######## block 1 ########
==> block_1/final_placement.png <==
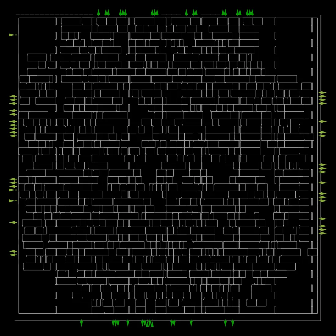
==> block_1/met3.png <==
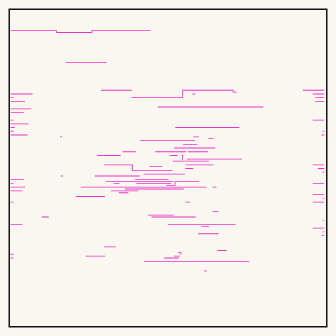
**config.mk**
```make
export PLATFORM = sky130hd
export DESIGN_NAME = serial_recv_align
export DESIGN_NICKNAME = d
export VERILOG_FILES = /design/src/rtl/serial_recv_pkg.sv /design/src/rtl/serial_recv_lane.sv /design/src/rtl/serial_recv_align.sv
export SDC_FILE = /design/constraint.sdc
export NUM_CORES = 1
export LEC_CHECK = 0
export CORE_UTILIZATION = 46
export CTS_CLUSTER_SIZE = 25
export DETAILED_ROUTE_END_ITERATION = 16
export GPL_TIMING_DRIVEN = 0
export PLACE_DENSITY = 0.69
export SYNTH_ARGS = -nofsm -noshare
export SYNTH_HDL_FRONTEND = slang
export SYNTH_SLANG_ARGS = --single-unit
export TNS_END_PERCENT = 100
```
**constraint.sdc**
```tcl
create_clock -name CLKS -period 5.95 [get_ports CLKS]
set_input_delay 0.8925 -clock CLKS [delete_from_list [all_inputs] [get_ports CLKS]]
set_output_delay 0.8925 -clock CLKS [all_outputs]
set_load 0.005 [all_outputs]
```
**src/rtl/serial_recv_pkg.sv**
```systemverilog
// -----------------------------------------------------------------------------
// serial_recv_pkg
// Shared types and constants for the multi-lane serial receive aligner.
//   lane_st_t     : per-lane alignment state (HUNT / CHECK / LOCK)
//   SYNC_DEFAULT  : default sync/idle word; lanes use its low WORD_W bits
//   GOOD_W        : width of the consecutive-sync counter
// Optional feature macro used by the lane: SERIAL_RECV_IDLE_DROP_EN
// -----------------------------------------------------------------------------
package serial_recv_pkg;

    typedef enum logic [1:0] {
        HUNT  = 2'd0,
        CHECK = 2'd1,
        LOCK  = 2'd2
    } lane_st_t;

    localparam logic [63:0] SYNC_DEFAULT = 64'hA5C3_5A3C_F00F_0FF0;
    localparam int          GOOD_W       = 4;

    // Saturation-free increment of the sync counter; LOCK_CNT <= 15 keeps it in range.
    function automatic logic [GOOD_W-1:0] good_inc(input logic [GOOD_W-1:0] g);
        return g + {{(GOOD_W-1){1'b0}}, 1'b1};
    endfunction

endpackage

```
**src/rtl/serial_recv_lane.sv**
```systemverilog
// -----------------------------------------------------------------------------
// serial_recv_lane
// One serial lane: shifts in 2-bit DDR pairs, hunts for the sync word at an
// even or odd bit offset, confirms it over LOCK_CNT consecutive words, then
// emits aligned words once per WORD_W/2 cycles.
// Ports:
//   CLKS    in   serial clock
//   RSTS    in   synchronous active-high reset
//   RELOCK  in   synchronous pulse, forces the lane back to HUNT
//   DDR     in   [1:0] sample pair, DDR[1] is the earlier serial bit
//   DOUT    out  [WORD_W-1:0] aligned word, MSB is the earliest bit
//   DVALID  out  one-cycle strobe when DOUT is new
//   LOCKED  out  lane is in LOCK
// Macro SERIAL_RECV_IDLE_DROP_EN: in LOCK, sync words are treated as idle
// (no strobe, DOUT holds). Undefined: every LOCK word is emitted.
// -----------------------------------------------------------------------------
module serial_recv_lane
    import serial_recv_pkg::*;
#(
    parameter int                WORD_W   = 64,
    parameter logic [WORD_W-1:0] SYNC     = SYNC_DEFAULT[WORD_W-1:0],
    parameter int                LOCK_CNT = 4
) (
    input  logic              CLKS,
    input  logic              RSTS,
    input  logic              RELOCK,
    input  logic [1:0]        DDR,
    output logic [WORD_W-1:0] DOUT,
    output logic              DVALID,
    output logic              LOCKED
);

    localparam int                HALF      = WORD_W / 2;
    localparam int                PH_W      = (HALF > 1) ? $clog2(HALF) : 1;
    localparam logic [PH_W-1:0]   PH_LAST   = PH_W'(HALF - 1);
    localparam logic [GOOD_W-1:0] GOOD_LOCK = GOOD_W'(LOCK_CNT);

    logic [WORD_W:0]     sh_r;
    logic [PH_W-1:0]     ph_r;
    logic                off_r;
    logic [GOOD_W-1:0]   good_r;
    lane_st_t            st_r;
    logic [WORD_W-1:0]   dout_r;
    logic                dvalid_r;
    logic                locked_r;

    logic                even_hit_s;
    logic                odd_hit_s;
    logic                boundary_s;
    logic [WORD_W-1:0]   word_s;
    logic                word_sync_s;
    logic [PH_W-1:0]     ph_next_s;
    logic [GOOD_W-1:0]   good_next_s;

    // Window compare and boundary decode on the already-shifted register.
    always_comb begin
        even_hit_s  = (sh_r[WORD_W-1:0] == SYNC);
        odd_hit_s   = (sh_r[WORD_W:1]   == SYNC);
        boundary_s  = (ph_r == PH_LAST);
        if (off_r) begin
            word_s = sh_r[WORD_W:1];
        end else begin
            word_s = sh_r[WORD_W-1:0];
        end
        word_sync_s = (word_s == SYNC);
        // Explicit wrap so non-power-of-two WORD_W/2 works.
        if (boundary_s) begin
            ph_next_s = {PH_W{1'b0}};
        end else begin
            ph_next_s = ph_r + {{(PH_W-1){1'b0}}, 1'b1};
        end
        good_next_s = good_inc(good_r);
    end

    // Shift register, alignment FSM and registered outputs.
    always_ff @(posedge CLKS) begin
        if (RSTS) begin
            sh_r     <= {(WORD_W+1){1'b0}};
            ph_r     <= {PH_W{1'b0}};
            off_r    <= 1'b0;
            good_r   <= {GOOD_W{1'b0}};
            st_r     <= HUNT;
            dout_r   <= {WORD_W{1'b0}};
            dvalid_r <= 1'b0;
            locked_r <= 1'b0;
        end else begin
            sh_r     <= {sh_r[WORD_W-2:0], DDR};
            dvalid_r <= 1'b0;
            if (RELOCK) begin
                // DOUT deliberately holds; only RSTS clears it.
                st_r     <= HUNT;
                good_r   <= {GOOD_W{1'b0}};
                locked_r <= 1'b0;
            end else begin
                case (st_r)
                    HUNT: begin
                        if (even_hit_s || odd_hit_s) begin
                            off_r  <= ~even_hit_s;  // even wins a tie
                            ph_r   <= {PH_W{1'b0}};
                            good_r <= {{(GOOD_W-1){1'b0}}, 1'b1};
                            if (LOCK_CNT == 1) begin
                                st_r     <= LOCK;
                                locked_r <= 1'b1;
                            end else begin
                                st_r <= CHECK;
                            end
                        end else begin
                            st_r <= HUNT;
                        end
                    end
                    CHECK: begin
                        ph_r <= ph_next_s;
                        if (boundary_s) begin
                            if (word_sync_s) begin
                                good_r <= good_next_s;
                                if (good_next_s == GOOD_LOCK) begin
                                    st_r     <= LOCK;
                                    locked_r <= 1'b1;
                                end else begin
                                    st_r <= CHECK;
                                end
                            end else begin
                                st_r   <= HUNT;
                                good_r <= {GOOD_W{1'b0}};
                            end
                        end else begin
                            st_r <= CHECK;
                        end
                    end
                    LOCK: begin
                        ph_r <= ph_next_s;
                        if (boundary_s) begin
`ifdef SERIAL_RECV_IDLE_DROP_EN
                            if (!word_sync_s) begin
                                dout_r   <= word_s;
                                dvalid_r <= 1'b1;
                            end else begin
                                dout_r <= dout_r;
                            end
`else
                            dout_r   <= word_s;
                            dvalid_r <= 1'b1;
`endif
                        end else begin
                            dout_r <= dout_r;
                        end
                    end
                    default: begin
                        st_r     <= HUNT;
                        good_r   <= {GOOD_W{1'b0}};
                        locked_r <= 1'b0;
                    end
                endcase
            end
        end
    end

    assign DOUT   = dout_r;
    assign DVALID = dvalid_r;
    assign LOCKED = locked_r;

endmodule

```
**src/rtl/serial_recv_align.sv**
```systemverilog
// -----------------------------------------------------------------------------
// serial_recv_align
// Multi-lane word aligner between the DDR input capture and the link framer.
// Each lane independently finds the sync word and emits aligned words; there
// is no inter-lane deskew.
// Ports:
//   CLKS    in   serial clock (only clock)
//   RSTS    in   synchronous active-high reset
//   DDR     in   [2*LANES-1:0], lane l pair DDR[2l+1:2l], bit 2l+1 earlier
//   RELOCK  in   synchronous pulse, all lanes back to HUNT
//   DOUT    out  [LANES*WORD_W-1:0], lane l word DOUT[l*WORD_W +: WORD_W]
//   DVALID  out  [LANES-1:0] per-lane new-word strobe
//   LOCKED  out  [LANES-1:0] per-lane lock status
// Macro SERIAL_RECV_IDLE_DROP_EN (optional): suppress sync words in LOCK.
// -----------------------------------------------------------------------------
module serial_recv_align
    import serial_recv_pkg::*;
#(
    parameter int          LANES    = 1,
    parameter int          WORD_W   = 64,
    parameter logic [63:0] SYNC     = SYNC_DEFAULT,
    parameter int          LOCK_CNT = 4
) (
    input  logic                      CLKS,
    input  logic                      RSTS,
    input  logic [2*LANES-1:0]        DDR,
    input  logic                      RELOCK,
    output logic [LANES*WORD_W-1:0]   DOUT,
    output logic [LANES-1:0]          DVALID,
    output logic [LANES-1:0]          LOCKED
);

    for (genvar l = 0; l < LANES; l++) begin : g_lane
        serial_recv_lane #(
            .WORD_W   (WORD_W),
            .SYNC     (SYNC[WORD_W-1:0]),
            .LOCK_CNT (LOCK_CNT)
        ) u_lane (
            .CLKS   (CLKS),
            .RSTS   (RSTS),
            .RELOCK (RELOCK),
            .DDR    (DDR[2*l+1:2*l]),
            .DOUT   (DOUT[l*WORD_W +: WORD_W]),
            .DVALID (DVALID[l]),
            .LOCKED (LOCKED[l])
        );
    end

endmodule

```
==> metrics.yaml <==
worst_setup_path:
  critical_path_cell_count: 5
  path_buffers: 4
  worstReg2RegEnd: "g_lane[0].u_lane.DOUT[8]$_SDFFE_PP0P_"
  r2r_slack_ps: 3390
  worst_path_max_delay_cell: "clkbuf_1"
final_layout:
  buf_share_pct: 11.4
  mostFrequentLayoutCells: "dfxtp_1, nor2_1, clkdlybuf4s50_1"
  seq_area_sq_um: 2860
outcome:
  status: "complete, no violations"
power:
  pwr-share-clk_pct: 53.4
  p_switching_w: 0.000415
  ir_worst_vdd_mv: 0.148
  p_total_w: 0.00213
  p_int_w: 0.00171
  power_leader: "clock"
min_path:
  hold_path.class: "reg -> reg"
  hold_start: "g_lane[0].u_lane.ph_r[4]$_SDFFE_PP0P_"
drt:
  route.met3.wl_um: 749
  wl_met1_um: 6810
final_timing:
  maxSlewViolCount: 0
  grt_setup_unrepaired: "no"
  worstMarginPinSlew_ps: 704
placed_design:
  placement.cell_area_sq_um: 6820
run:
  drv_cap: 0
  tool_warnings: 30
yosys:
  numSynthFlops: 143
  edf_count: 0
  ff_type: "dfxtp_1"
  syn_inst: 594
cts:
  htree_levels: 4
  hold_buffers: 0
die:
  die_x_um: 115
global_routing:
  gr-usage-met1_pct: 30.5
## Picture notes: block_1/final_placement.png
tapcell count: 172
Finished Layout Cells: 867
core area: 12,600 sq um

## Picture notes: block_1/met3.png
share of all routed wire	5.1%
wire length on this layer	750 um
longest straight run	45.5 um
nets with wire on the layer	74
main direction	horizontal
GRT met3 Usage: 4.90%
routed via count: 4,795

## sequential cells by signal (all words and copies together), names as in the netlist
register	count
g_lane.u_lane.LOCKED	1
g_lane.u_lane.ph_r	5
g_lane.u_lane.off_r	1
g_lane.u_lane.DVALID	1
g_lane.u_lane.DOUT	64
g_lane.u_lane.sh_r	65
g_lane.u_lane.st_r	2
g_lane.u_lane.good_r	4
## cells by family after synthesis
kind of cell,share of synthesized area (%)
muxes,11.1
xor gates and xnor gates,0.297
buffers and inverters,3.11
and+or+nand+nor,23.3
DFF,48.5
AOI/OAI and AO/OA,12.1
adders and majority gates,1.69

######## block 2 ########
==> block_2/density.png <==
13 x 13 tiles, from white (low) to dark blue (high), 0 to 100% covered.
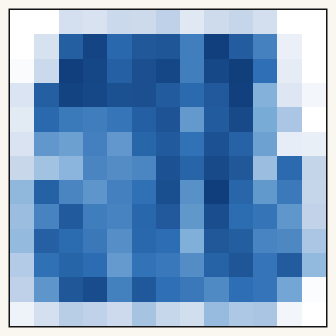
$ cat config.mk
export PLATFORM = sky130hd
export DESIGN_NAME = mem_access_unit
export DESIGN_NICKNAME = d
export VERILOG_FILES = /design/src/rtl/mem_access_unit.sv
export SDC_FILE = /design/constraint.sdc
export NUM_CORES = 1
export LEC_CHECK = 0
export CORE_MARGIN = 5
export CORE_UTILIZATION = 50
export CTS_CLUSTER_DIAMETER = 40
export CTS_CLUSTER_SIZE = 24
export DETAILED_ROUTE_END_ITERATION = 6
export PLACE_DENSITY_LB_ADDON = 0.3
export SLEW_MARGIN = 25
export SYNTH_ARGS = -nofsm -noshare
export SYNTH_HDL_FRONTEND = slang
export SYNTH_SLANG_ARGS = --single-unit
$ cat constraint.sdc
create_clock -name clk -period 3.13 [get_ports clk]
set_input_delay 0.626 -clock clk [delete_from_list [all_inputs] [get_ports clk]]
set_output_delay 0.626 -clock clk [all_outputs]
set_load 0.02 [all_outputs]
$ cat src/rtl/mem_access_unit.sv
// Load/store unit: turns byte-addressed B/H/W requests into word-memory cycles,
// splitting accesses that straddle a word boundary into two consecutive cycles.
module mem_access_unit #(
  parameter int unsigned ADDR_WIDTH = 15,
  parameter int unsigned DATA_WIDTH = 32
) (
  input  logic                  clk,
  input  logic                  rst,
  input  logic                  req_valid,
  output logic                  req_ready,
  input  logic                  req_we,
  input  logic [2:0]            req_funct3,
  input  logic [31:0]           req_addr,
  input  logic [DATA_WIDTH-1:0] req_wdata,
  output logic                  resp_valid,
  output logic [DATA_WIDTH-1:0] resp_rdata,
  output logic                  resp_err,
  output logic [ADDR_WIDTH-1:0] mem_addr,
  output logic [DATA_WIDTH-1:0] mem_wdata,
  output logic [3:0]            mem_wmask,
  output logic                  mem_we,
  input  logic [DATA_WIDTH-1:0] mem_rdata
);

  localparam logic [1:0] S_IDLE = 2'd0;
  localparam logic [1:0] S_ACC0 = 2'd1;
  localparam logic [1:0] S_ACC1 = 2'd2;
  localparam logic [1:0] S_DONE = 2'd3;

  logic [1:0]            state;
  logic                  we_r;
  logic                  err_r;
  logic [2:0]            funct3_r;
  logic [ADDR_WIDTH+1:0] addr_r;
  logic [31:0]           wdata_r;
  logic [31:0]           rbuf0;
  logic [31:0]           rbuf1;

  logic [1:0]            off;
  logic [2:0]            size;
  logic [3:0]            size_mask;
  logic                  split;
  logic [ADDR_WIDTH-1:0] word0;
  logic [ADDR_WIDTH-1:0] word1;
  logic [63:0]           wdata_ext;
  logic [7:0]            mask_ext;
  logic [31:0]           rdata_sh;
  logic [31:0]           load_data;
  logic                  req_err;
  logic                  unused_addr_bits;

  assign unused_addr_bits = ^req_addr[31:ADDR_WIDTH+2];

  assign req_err = (req_funct3 == 3'b011) || (req_funct3[2:1] == 2'b11) ||
                   (req_we && req_funct3[2]);

  always_comb begin
    off = addr_r[1:0];
    case (funct3_r[1:0])
      2'b00:   begin size = 3'd1; size_mask = 4'b0001; end
      2'b01:   begin size = 3'd2; size_mask = 4'b0011; end
      default: begin size = 3'd4; size_mask = 4'b1111; end
    endcase
    split     = ({1'b0, off} + size) > 3'd4;
    word0     = addr_r[ADDR_WIDTH+1:2];
    word1     = word0 + ADDR_WIDTH'(1);
    wdata_ext = {32'b0, wdata_r} << {off, 3'b000};
    mask_ext  = {4'b0, size_mask} << off;
    // Byte lanes of both halves concatenated, then right-aligned to the access offset.
    rdata_sh  = 32'({rbuf1, rbuf0} >> {off, 3'b000});
    case (funct3_r)
      3'b000:  load_data = {{24{rdata_sh[7]}}, rdata_sh[7:0]};
      3'b001:  load_data = {{16{rdata_sh[15]}}, rdata_sh[15:0]};
      3'b010:  load_data = rdata_sh;
      3'b100:  load_data = {24'b0, rdata_sh[7:0]};
      3'b101:  load_data = {16'b0, rdata_sh[15:0]};
      default: load_data = '0;
    endcase
  end

  always_ff @(posedge clk) begin
    if (rst) begin
      state    <= S_IDLE;
      we_r     <= 1'b0;
      err_r    <= 1'b0;
      funct3_r <= '0;
      addr_r   <= '0;
      wdata_r  <= '0;
      rbuf0    <= '0;
      rbuf1    <= '0;
    end else begin
      case (state)
        S_IDLE: if (req_valid) begin
          we_r     <= req_we;
          err_r    <= req_err;
          funct3_r <= req_funct3;
          addr_r   <= req_addr[ADDR_WIDTH+1:0];
          wdata_r  <= req_wdata[31:0];
          state    <= req_err ? S_DONE : S_ACC0;
        end
        S_ACC0: begin
          rbuf0 <= mem_rdata[31:0];
          state <= split ? S_ACC1 : S_DONE;
        end
        S_ACC1: begin
          rbuf1 <= mem_rdata[31:0];
          state <= S_DONE;
        end
        default: state <= S_IDLE;
      endcase
    end
  end

  // Write enable is gated by rst combinationally so a reset mid-access drops that cycle's write.
  always_comb begin
    req_ready  = (state == S_IDLE) && !rst;
    resp_valid = 1'b0;
    resp_err   = 1'b0;
    resp_rdata = '0;
    mem_addr   = '0;
    mem_wdata  = '0;
    mem_wmask  = '0;
    mem_we     = 1'b0;
    case (state)
      S_ACC0: begin
        mem_addr  = word0;
        mem_wdata = DATA_WIDTH'(wdata_ext[31:0]);
        mem_wmask = we_r ? mask_ext[3:0] : 4'b0000;
        mem_we    = we_r && !rst;
      end
      S_ACC1: begin
        mem_addr  = word1;
        mem_wdata = DATA_WIDTH'(wdata_ext[63:32]);
        mem_wmask = we_r ? mask_ext[7:4] : 4'b0000;
        mem_we    = we_r && !rst;
      end
      S_DONE: begin
        resp_valid = 1'b1;
        resp_err   = err_r;
        resp_rdata = (we_r || err_r) ? '0 : DATA_WIDTH'(load_data);
      end
      default: ;
    endcase
  end

endmodule

==> metrics.yaml <==
final_layout:
  mostFrequentLayoutCells: "nand2_1, clkdlybuf4s50_1, dfxtp_1"
  clk_share_pct: 3.87
  fillers: 1074
  clkbuf_count: 12
  seq_area_share_pct: 24.4
  drive_above_1_share_pct: 11.1
  nNonClkInverters: 7
global_routing:
  antenna_found_initial: 0
  grt-ovfl-total: 0
  grt_pass1_wl_um: 31200
final_timing:
  whs_ps: 490
  grt_setup_unrepaired: "yes"
outcome:
  status: "complete, no violations"
drt:
  met2WireLength_um: 9410
  first_iter_violations: 525
  route.met3.wl_um: 1280
yosys:
  async_flop_share_pct: 0
  top_cells_by_area: "dfxtp_1, mux2i_1, mux4_2, nand2_1, a21oi_1"
  synth-xor-area-share_pct: 0.387
  ys_seq_share_pct: 33.0
  simple_gate_share_pct: 21.7
cts:
  post_cts_buffers: 0
power:
  power_clock_w: 0.00138
  power_leader: "combinational logic"
  p_leak_nw: 3.73
  comb-power_w: 0.00252
  p_switching_w: 0.00225
placed_design:
  placement.cell_area_sq_um: 8670
worst_setup_path:
  crit_path_start: "state[0]$_SDFFE_PP0P_"
  crit_type: "reg -> out"
  cpLargestDelayFamily: "buffers and inverters"
  start_kind: "flop"
min_path:
  min_path_cells: 2
die:
  chipArea_sq_um: 16000
  die_h_um: 127
Notes on block_2/density.png above:
nearly empty tiles	5.3%
mean over tiles	56%
emptiest ninth of the die	top right
densest ninth of the die	middle
core area: 13,300 sq um
Pre-Place Util: 51.0%

==> per-stage QoR <==
| stage | setup TNS, ps | std cells | setup WS [ps] | total power [W] |
|---|---|---|---|---|
| 2_1_floorplan | 0 | 819 | 827 | 0.00373 |
| 3_3_place_gp | 0 | 1127 | 190 | 0.00443 |
| 3_5_place_dp | 0 | 1127 | 185 | 0.00448 |
| 4_1_cts | 0 | 1143 | 0.786 | 0.00588 |
| 5_1_grt | -270 | 1146 | -96.4 | 0.00630 |
| 6_report | 0 | 1146 | 47.1 | 0.00596 |

######## block 3 ########
==> src/rtl/cache_line_ctrl_if.sv <==
// Bus bundle for cache_line_ctrl: CPU word port, physical-memory line port,
// and the external line data array. The controller uses the slave view; the
// surrounding system (CPU, memory, data array) uses the master view.
interface cache_line_ctrl_if;
    // CPU side
    logic [15:0]  mem_address;
    logic         mem_read;
    logic         mem_write;
    logic [1:0]   mem_byte_enable;
    logic [15:0]  mem_wdata;
    logic [15:0]  mem_rdata;
    logic         mem_resp;
    // Physical memory side
    logic [15:0]  pmem_address;
    logic         pmem_read;
    logic         pmem_write;
    logic [127:0] pmem_wdata;
    logic [127:0] pmem_rdata;
    logic         pmem_resp;
    // External line data array
    logic [2:0]   array_set;
    logic         array_write;
    logic [127:0] array_datain;
    logic [127:0] array_dataout;

    modport slave (
        input  mem_address, mem_read, mem_write, mem_byte_enable, mem_wdata,
        output mem_rdata, mem_resp,
        output pmem_address, pmem_read, pmem_write, pmem_wdata,
        input  pmem_rdata, pmem_resp,
        output array_set, array_write, array_datain,
        input  array_dataout
    );

    modport master (
        output mem_address, mem_read, mem_write, mem_byte_enable, mem_wdata,
        input  mem_rdata, mem_resp,
        input  pmem_address, pmem_read, pmem_write, pmem_wdata,
        output pmem_rdata, pmem_resp,
        input  array_set, array_write, array_datain,
        output array_dataout
    );
endinterface

==> src/rtl/cache_line_ctrl.sv <==
// Direct-mapped, write-back, write-allocate L1 controller: 8 sets, 128-bit
// lines, 16-bit CPU words. Tag/valid/dirty live here; line data lives in an
// external array driven through the bus interface.
// Optional hit/miss counters are built when CACHE_LINE_CTRL_STATS_EN is defined.
module cache_line_ctrl #(
    parameter int LINE_W = 128,
    parameter int TAG_W  = 9
) (
    input  logic clk,
    input  logic reset,
    cache_line_ctrl_if.slave bus
`ifdef CACHE_LINE_CTRL_STATS_EN
    ,
    output logic [15:0] hit_count,
    output logic [15:0] miss_count
`endif
);

    typedef enum logic [1:0] {IDLE, WRITEBACK, FILL} state_t;

    state_t             state_q, state_d;
    logic [7:0]         valid_q, valid_d;
    logic [7:0]         dirty_q, dirty_d;
    logic [TAG_W-1:0]   tag_q [8];
    logic               tag_we;

    logic [2:0]         index;
    logic [TAG_W-1:0]   tag_in;
    logic [2:0]         word;
    logic               req;
    logic               hit;
    logic               resp;
    logic               array_we;
    logic [LINE_W-1:0]  merged_line;
    logic               unused_addr_bit;

    assign index   = bus.mem_address[6:4];
    assign tag_in  = bus.mem_address[15:7];
    assign word    = bus.mem_address[3:1];
    assign req     = bus.mem_read | bus.mem_write;
    assign hit     = valid_q[index] && (tag_q[index] == tag_in);
    // Byte address bit 0 does not select anything inside a 16-bit word.
    assign unused_addr_bit = bus.mem_address[0];

    assign bus.array_set   = index;
    assign bus.mem_rdata   = bus.array_dataout[{word, 4'b0000} +: 16];
    assign bus.mem_resp    = resp;
    assign bus.array_write = array_we;

    // Splice the CPU word's enabled byte lanes into the current line.
    always_comb begin
        merged_line = bus.array_dataout;
        if (bus.mem_byte_enable[0])
            merged_line[{word, 4'b0000} +: 8] = bus.mem_wdata[7:0];
        if (bus.mem_byte_enable[1])
            merged_line[{word, 4'b1000} +: 8] = bus.mem_wdata[15:8];
    end

    // Next-state and output decode for the lookup / writeback / fill sequence.
    always_comb begin
        // NOTE: every signal written here gets a default first, so no latch is inferred.
        state_d          = state_q;
        valid_d          = valid_q;
        dirty_d          = dirty_q;
        tag_we           = 1'b0;
        resp             = 1'b0;
        array_we         = 1'b0;
        bus.pmem_read    = 1'b0;
        bus.pmem_write   = 1'b0;
        bus.pmem_address = {bus.mem_address[15:4], 4'b0000};
        bus.pmem_wdata   = bus.array_dataout;
        bus.array_datain = merged_line;

        case (state_q)
            IDLE: begin
                if (req) begin
                    if (hit) begin
                        resp = 1'b1;
                        if (bus.mem_write) begin
                            array_we       = 1'b1;
                            dirty_d[index] = 1'b1;
                        end
                    end else begin
                        state_d = dirty_q[index] ? WRITEBACK : FILL;
                    end
                end
            end
            WRITEBACK: begin
                bus.pmem_write   = 1'b1;
                bus.pmem_address = {tag_q[index], index, 4'b0000};
                if (bus.pmem_resp) begin
                    dirty_d[index] = 1'b0;
                    state_d        = FILL;
                end
            end
            FILL: begin
                bus.pmem_read = 1'b1;
                if (bus.pmem_resp) begin
                    array_we         = 1'b1;
                    bus.array_datain = bus.pmem_rdata;
                    valid_d[index]   = 1'b1;
                    dirty_d[index]   = 1'b0;
                    tag_we           = 1'b1;
                    state_d          = IDLE;
                end
            end
            default: state_d = IDLE;
        endcase

        // A response or array write must never escape while reset is being sampled.
        if (reset) begin
            resp     = 1'b0;
            array_we = 1'b0;
        end
    end

    // State, valid and dirty registers with synchronous reset.
    always_ff @(posedge clk) begin
        // NOTE: sequential state uses non-blocking assignments only.
        if (reset) begin
            state_q <= IDLE;
            valid_q <= '0;
            dirty_q <= '0;
        end else begin
            state_q <= state_d;
            valid_q <= valid_d;
            dirty_q <= dirty_d;
        end
    end

    // Tag store load on fill completion.
    always_ff @(posedge clk) begin
        // NOTE: the tag store is a plain memory with no reset; valid bits guard it.
        if (!reset && tag_we)
            tag_q[index] <= tag_in;
    end

`ifdef CACHE_LINE_CTRL_STATS_EN
    logic        hit_evt;
    logic        miss_evt;
    logic        in_miss_q;
    logic [15:0] hit_count_q;
    logic [15:0] miss_count_q;

    // A hit only counts if the request never left IDLE.
    assign hit_evt  = (state_q == IDLE) && req && hit && !in_miss_q;
    assign miss_evt = (state_q == IDLE) && req && !hit;

    // Saturating hit/miss counters.
    always_ff @(posedge clk) begin
        if (reset) begin
            in_miss_q    <= 1'b0;
            hit_count_q  <= '0;
            miss_count_q <= '0;
        end else begin
            if (miss_evt)
                in_miss_q <= 1'b1;
            else if (resp)
                in_miss_q <= 1'b0;
            if (hit_evt && hit_count_q != 16'hFFFF)
                hit_count_q <= hit_count_q + 16'd1;
            if (miss_evt && miss_count_q != 16'hFFFF)
                miss_count_q <= miss_count_q + 16'd1;
        end
    end

    assign hit_count  = hit_count_q;
    assign miss_count = miss_count_q;
`endif

endmodule
==> src/flat_wrapper.sv <==
// flat-port wrapper written by rule: the top's interface ports become plain ports
module cache_line_ctrl_flat 
#(
    parameter int LINE_W = 128,
    parameter int TAG_W  = 9
)
  (clk, reset, bus_mem_address, bus_mem_read, bus_mem_write, bus_mem_byte_enable, bus_mem_wdata, bus_mem_rdata, bus_mem_resp, bus_pmem_address, bus_pmem_read, bus_pmem_write, bus_pmem_wdata, bus_pmem_rdata, bus_pmem_resp, bus_array_set, bus_array_write, bus_array_datain, bus_array_dataout);
  cache_line_ctrl_if bus_i ();
  input  logic clk;
  input  logic reset;
  input wire logic [$bits(bus_i.mem_address)-1:0] bus_mem_address;
  input wire logic [$bits(bus_i.mem_read)-1:0] bus_mem_read;
  input wire logic [$bits(bus_i.mem_write)-1:0] bus_mem_write;
  input wire logic [$bits(bus_i.mem_byte_enable)-1:0] bus_mem_byte_enable;
  input wire logic [$bits(bus_i.mem_wdata)-1:0] bus_mem_wdata;
  output wire logic [$bits(bus_i.mem_rdata)-1:0] bus_mem_rdata;
  output wire logic [$bits(bus_i.mem_resp)-1:0] bus_mem_resp;
  output wire logic [$bits(bus_i.pmem_address)-1:0] bus_pmem_address;
  output wire logic [$bits(bus_i.pmem_read)-1:0] bus_pmem_read;
  output wire logic [$bits(bus_i.pmem_write)-1:0] bus_pmem_write;
  output wire logic [$bits(bus_i.pmem_wdata)-1:0] bus_pmem_wdata;
  input wire logic [$bits(bus_i.pmem_rdata)-1:0] bus_pmem_rdata;
  input wire logic [$bits(bus_i.pmem_resp)-1:0] bus_pmem_resp;
  output wire logic [$bits(bus_i.array_set)-1:0] bus_array_set;
  output wire logic [$bits(bus_i.array_write)-1:0] bus_array_write;
  output wire logic [$bits(bus_i.array_datain)-1:0] bus_array_datain;
  input wire logic [$bits(bus_i.array_dataout)-1:0] bus_array_dataout;
  assign bus_i.mem_address = bus_mem_address;
  assign bus_i.mem_read = bus_mem_read;
  assign bus_i.mem_write = bus_mem_write;
  assign bus_i.mem_byte_enable = bus_mem_byte_enable;
  assign bus_i.mem_wdata = bus_mem_wdata;
  assign bus_mem_rdata = bus_i.mem_rdata;
  assign bus_mem_resp = bus_i.mem_resp;
  assign bus_pmem_address = bus_i.pmem_address;
  assign bus_pmem_read = bus_i.pmem_read;
  assign bus_pmem_write = bus_i.pmem_write;
  assign bus_pmem_wdata = bus_i.pmem_wdata;
  assign bus_i.pmem_rdata = bus_pmem_rdata;
  assign bus_i.pmem_resp = bus_pmem_resp;
  assign bus_array_set = bus_i.array_set;
  assign bus_array_write = bus_i.array_write;
  assign bus_array_datain = bus_i.array_datain;
  assign bus_i.array_dataout = bus_array_dataout;
  cache_line_ctrl #(.LINE_W(LINE_W), .TAG_W(TAG_W)) u_core (.clk(clk), .reset(reset), .bus(bus_i));
endmodule
==> config.mk <==
export PLATFORM = sky130hd
export DESIGN_NAME = cache_line_ctrl_flat
export DESIGN_NICKNAME = d
export VERILOG_FILES = /design/src/rtl/cache_line_ctrl_if.sv /design/src/rtl/cache_line_ctrl.sv /design/src/flat_wrapper.sv
export SDC_FILE = /design/constraint.sdc
export NUM_CORES = 1
export LEC_CHECK = 0
export CORE_AREA = 2 2 228 230
export DETAILED_ROUTE_END_ITERATION = 7
export DIE_AREA = 0 0 230 232
export GPL_TIMING_DRIVEN = 0
export SETUP_SLACK_MARGIN = 0.05
export SYNTH_ARGS = -nofsm -noshare
export SYNTH_HDL_FRONTEND = slang
export SYNTH_SLANG_ARGS = --single-unit
==> constraint.sdc <==
create_clock -name clk -period 4.4 [get_ports clk]
set_clock_uncertainty 0.2 [all_clocks]
set_input_delay 0.44 -clock clk [delete_from_list [all_inputs] [get_ports clk]]
set_output_delay 0.44 -clock clk [all_outputs]
set_load 0.02 [all_outputs]
==> block_3/density.png <==
23 x 23 tiles, from white (low) to dark blue (high), 0 to 100% covered.
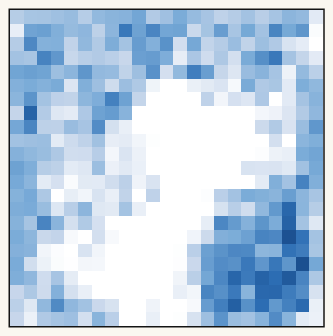
emptiest ninth of the die	middle
densest ninth of the die	bottom right
mean over tiles	29%
core area: 50,900 sq um
Core Util, Final: 31.9%
Pre-Place Util: 17.5%

==> block_3/final_placement.png <==
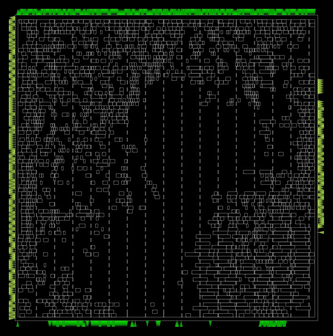
sequential cell count: 90
Finished Layout Cells: 2,440
Seq area share: 15.6%

==> block_3/pins.png <==
Pins as bars across the die edge, other pins in grey.
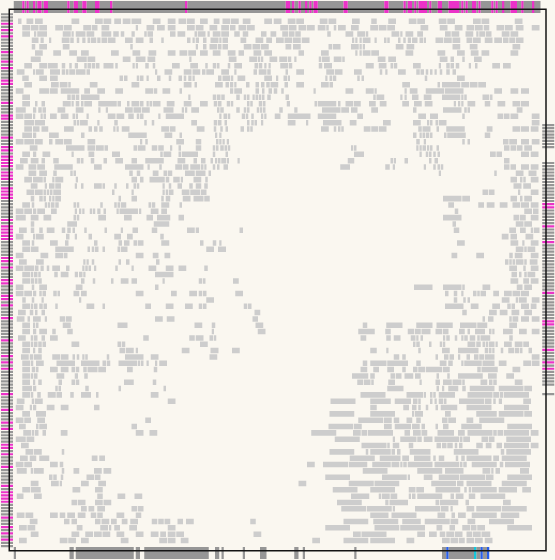
colour	port	pins	direction	edge
blue	bus_array_set	3	output	bottom
cyan	clk	1	input	bottom
magenta	bus_array_dataout	128	input	61 left, 57 top, 10 right
width of the die: 230 um
Die Height: 232 um
I/O Buffers: 582

[layout make-up]
class,count,area (sq um)
Fill cell,5484,34700
Timing Repair Buffer,596,6010
Multi-Input combinational cell,835,5090
Sequential cell,90,2520
Buffer,209,1380
Tap cell,680,851
Clock buffer,9,225
Clock inverter,7,68.8
Inverter,12,51.3
Antenna cell,2,5.00
[flip-flops by register name (all words and copies together), names as in the netlist, named ones only]
register / cells
u_core.state_q: 2
u_core.tag_q: 72
u_core.valid_q: 8
==> metrics.yaml <==
outcome:
  status: "complete, no violations"
power:
  p_int_w: 0.00232
  p_total_w: 0.00387
  power_clock_w: 0.000770
  p_per_area_nw_per_um2: 239
cts:
  cts_buffers: 9
  htree_levels: 3
  cts_buffer_depth: 2
  cts.clk_slew.worst_paths_ps: 60
  hold_buffers: 0
min_path:
  hold_path.class: "in -> reg"
  hold_end: "u_core.state_q[1]$_SDFFE_PP0P_"
  hold_start: "reset"
yosys:
  synth.most_common_cell: "nand2_1"
  top_cells_by_count: "nand2_1, nor2_1, buf_4"
  ys_types: 55
  ys_area_sq_um: 8890
  simple_gate_share_pct: 20.4
  syn_area_sq_um: 8890
  synth-compound-area-share_pct: 18.6
  netlist.area_leader.share_pct: 24.3
drt:
  wire_per_inst_um: 28.9
  dr.pass1.iters: 6
  drt.antenna.violating_nets: 0
  viasPerCell: 4.72
worst_setup_path:
  crit_type: "in -> out"
  crit_arrival_ps: 3650
  r2r-start: "u_core.tag_q[6][5]$_DFFE_PP_"
  crit_path_start: "bus_mem_address[2]"
final_timing:
  maxSlewViolCount: 0
  fmaxAchievable_ghz: 0.233
  worstMarginPinSlew_ps: 1170
global_routing:
  grt_max_degree: 16
  gr-usage-met3_pct: 5.55
  gr-max-usage-layer: "met2"
  gr-usage-met1_pct: 28.7
final_layout:
  mostFrequentLayoutCells: "clkdlybuf4s50_1, nand2_1, nor2_1"
  lay_top_count: "clkdlybuf4s50_1"
  area_delta_synth_final_pct: 82.2
placed_design:
  place_worst_setup_slack_ps: -1080
die:
  row_count: 83
  io_pins: 590


==> layout pictures side by side <==
Clock distribution.
shot_01.png
Scale bar: 50 um.
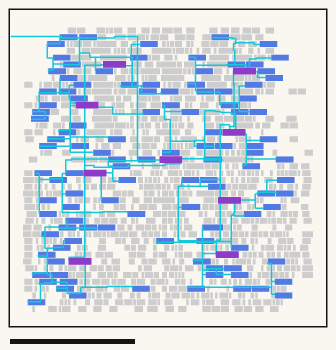
shot_02.png
Scale bar: 50 um.
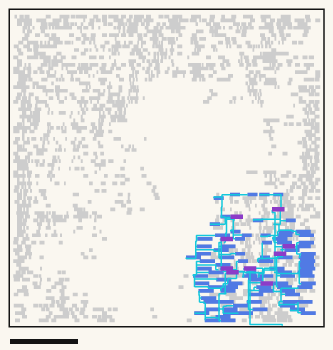
shot_03.png
Scale bar: 20 um.
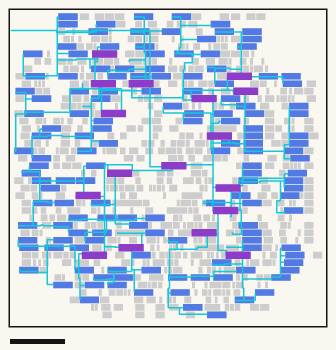
Of these, largest die: shot_02.png
| picture | from |
|---|---|
| shot_03.png | block 1 |
| shot_02.png | block 3 |
| shot_01.png | block 2 |

Power and IR drop assume default switching activity.
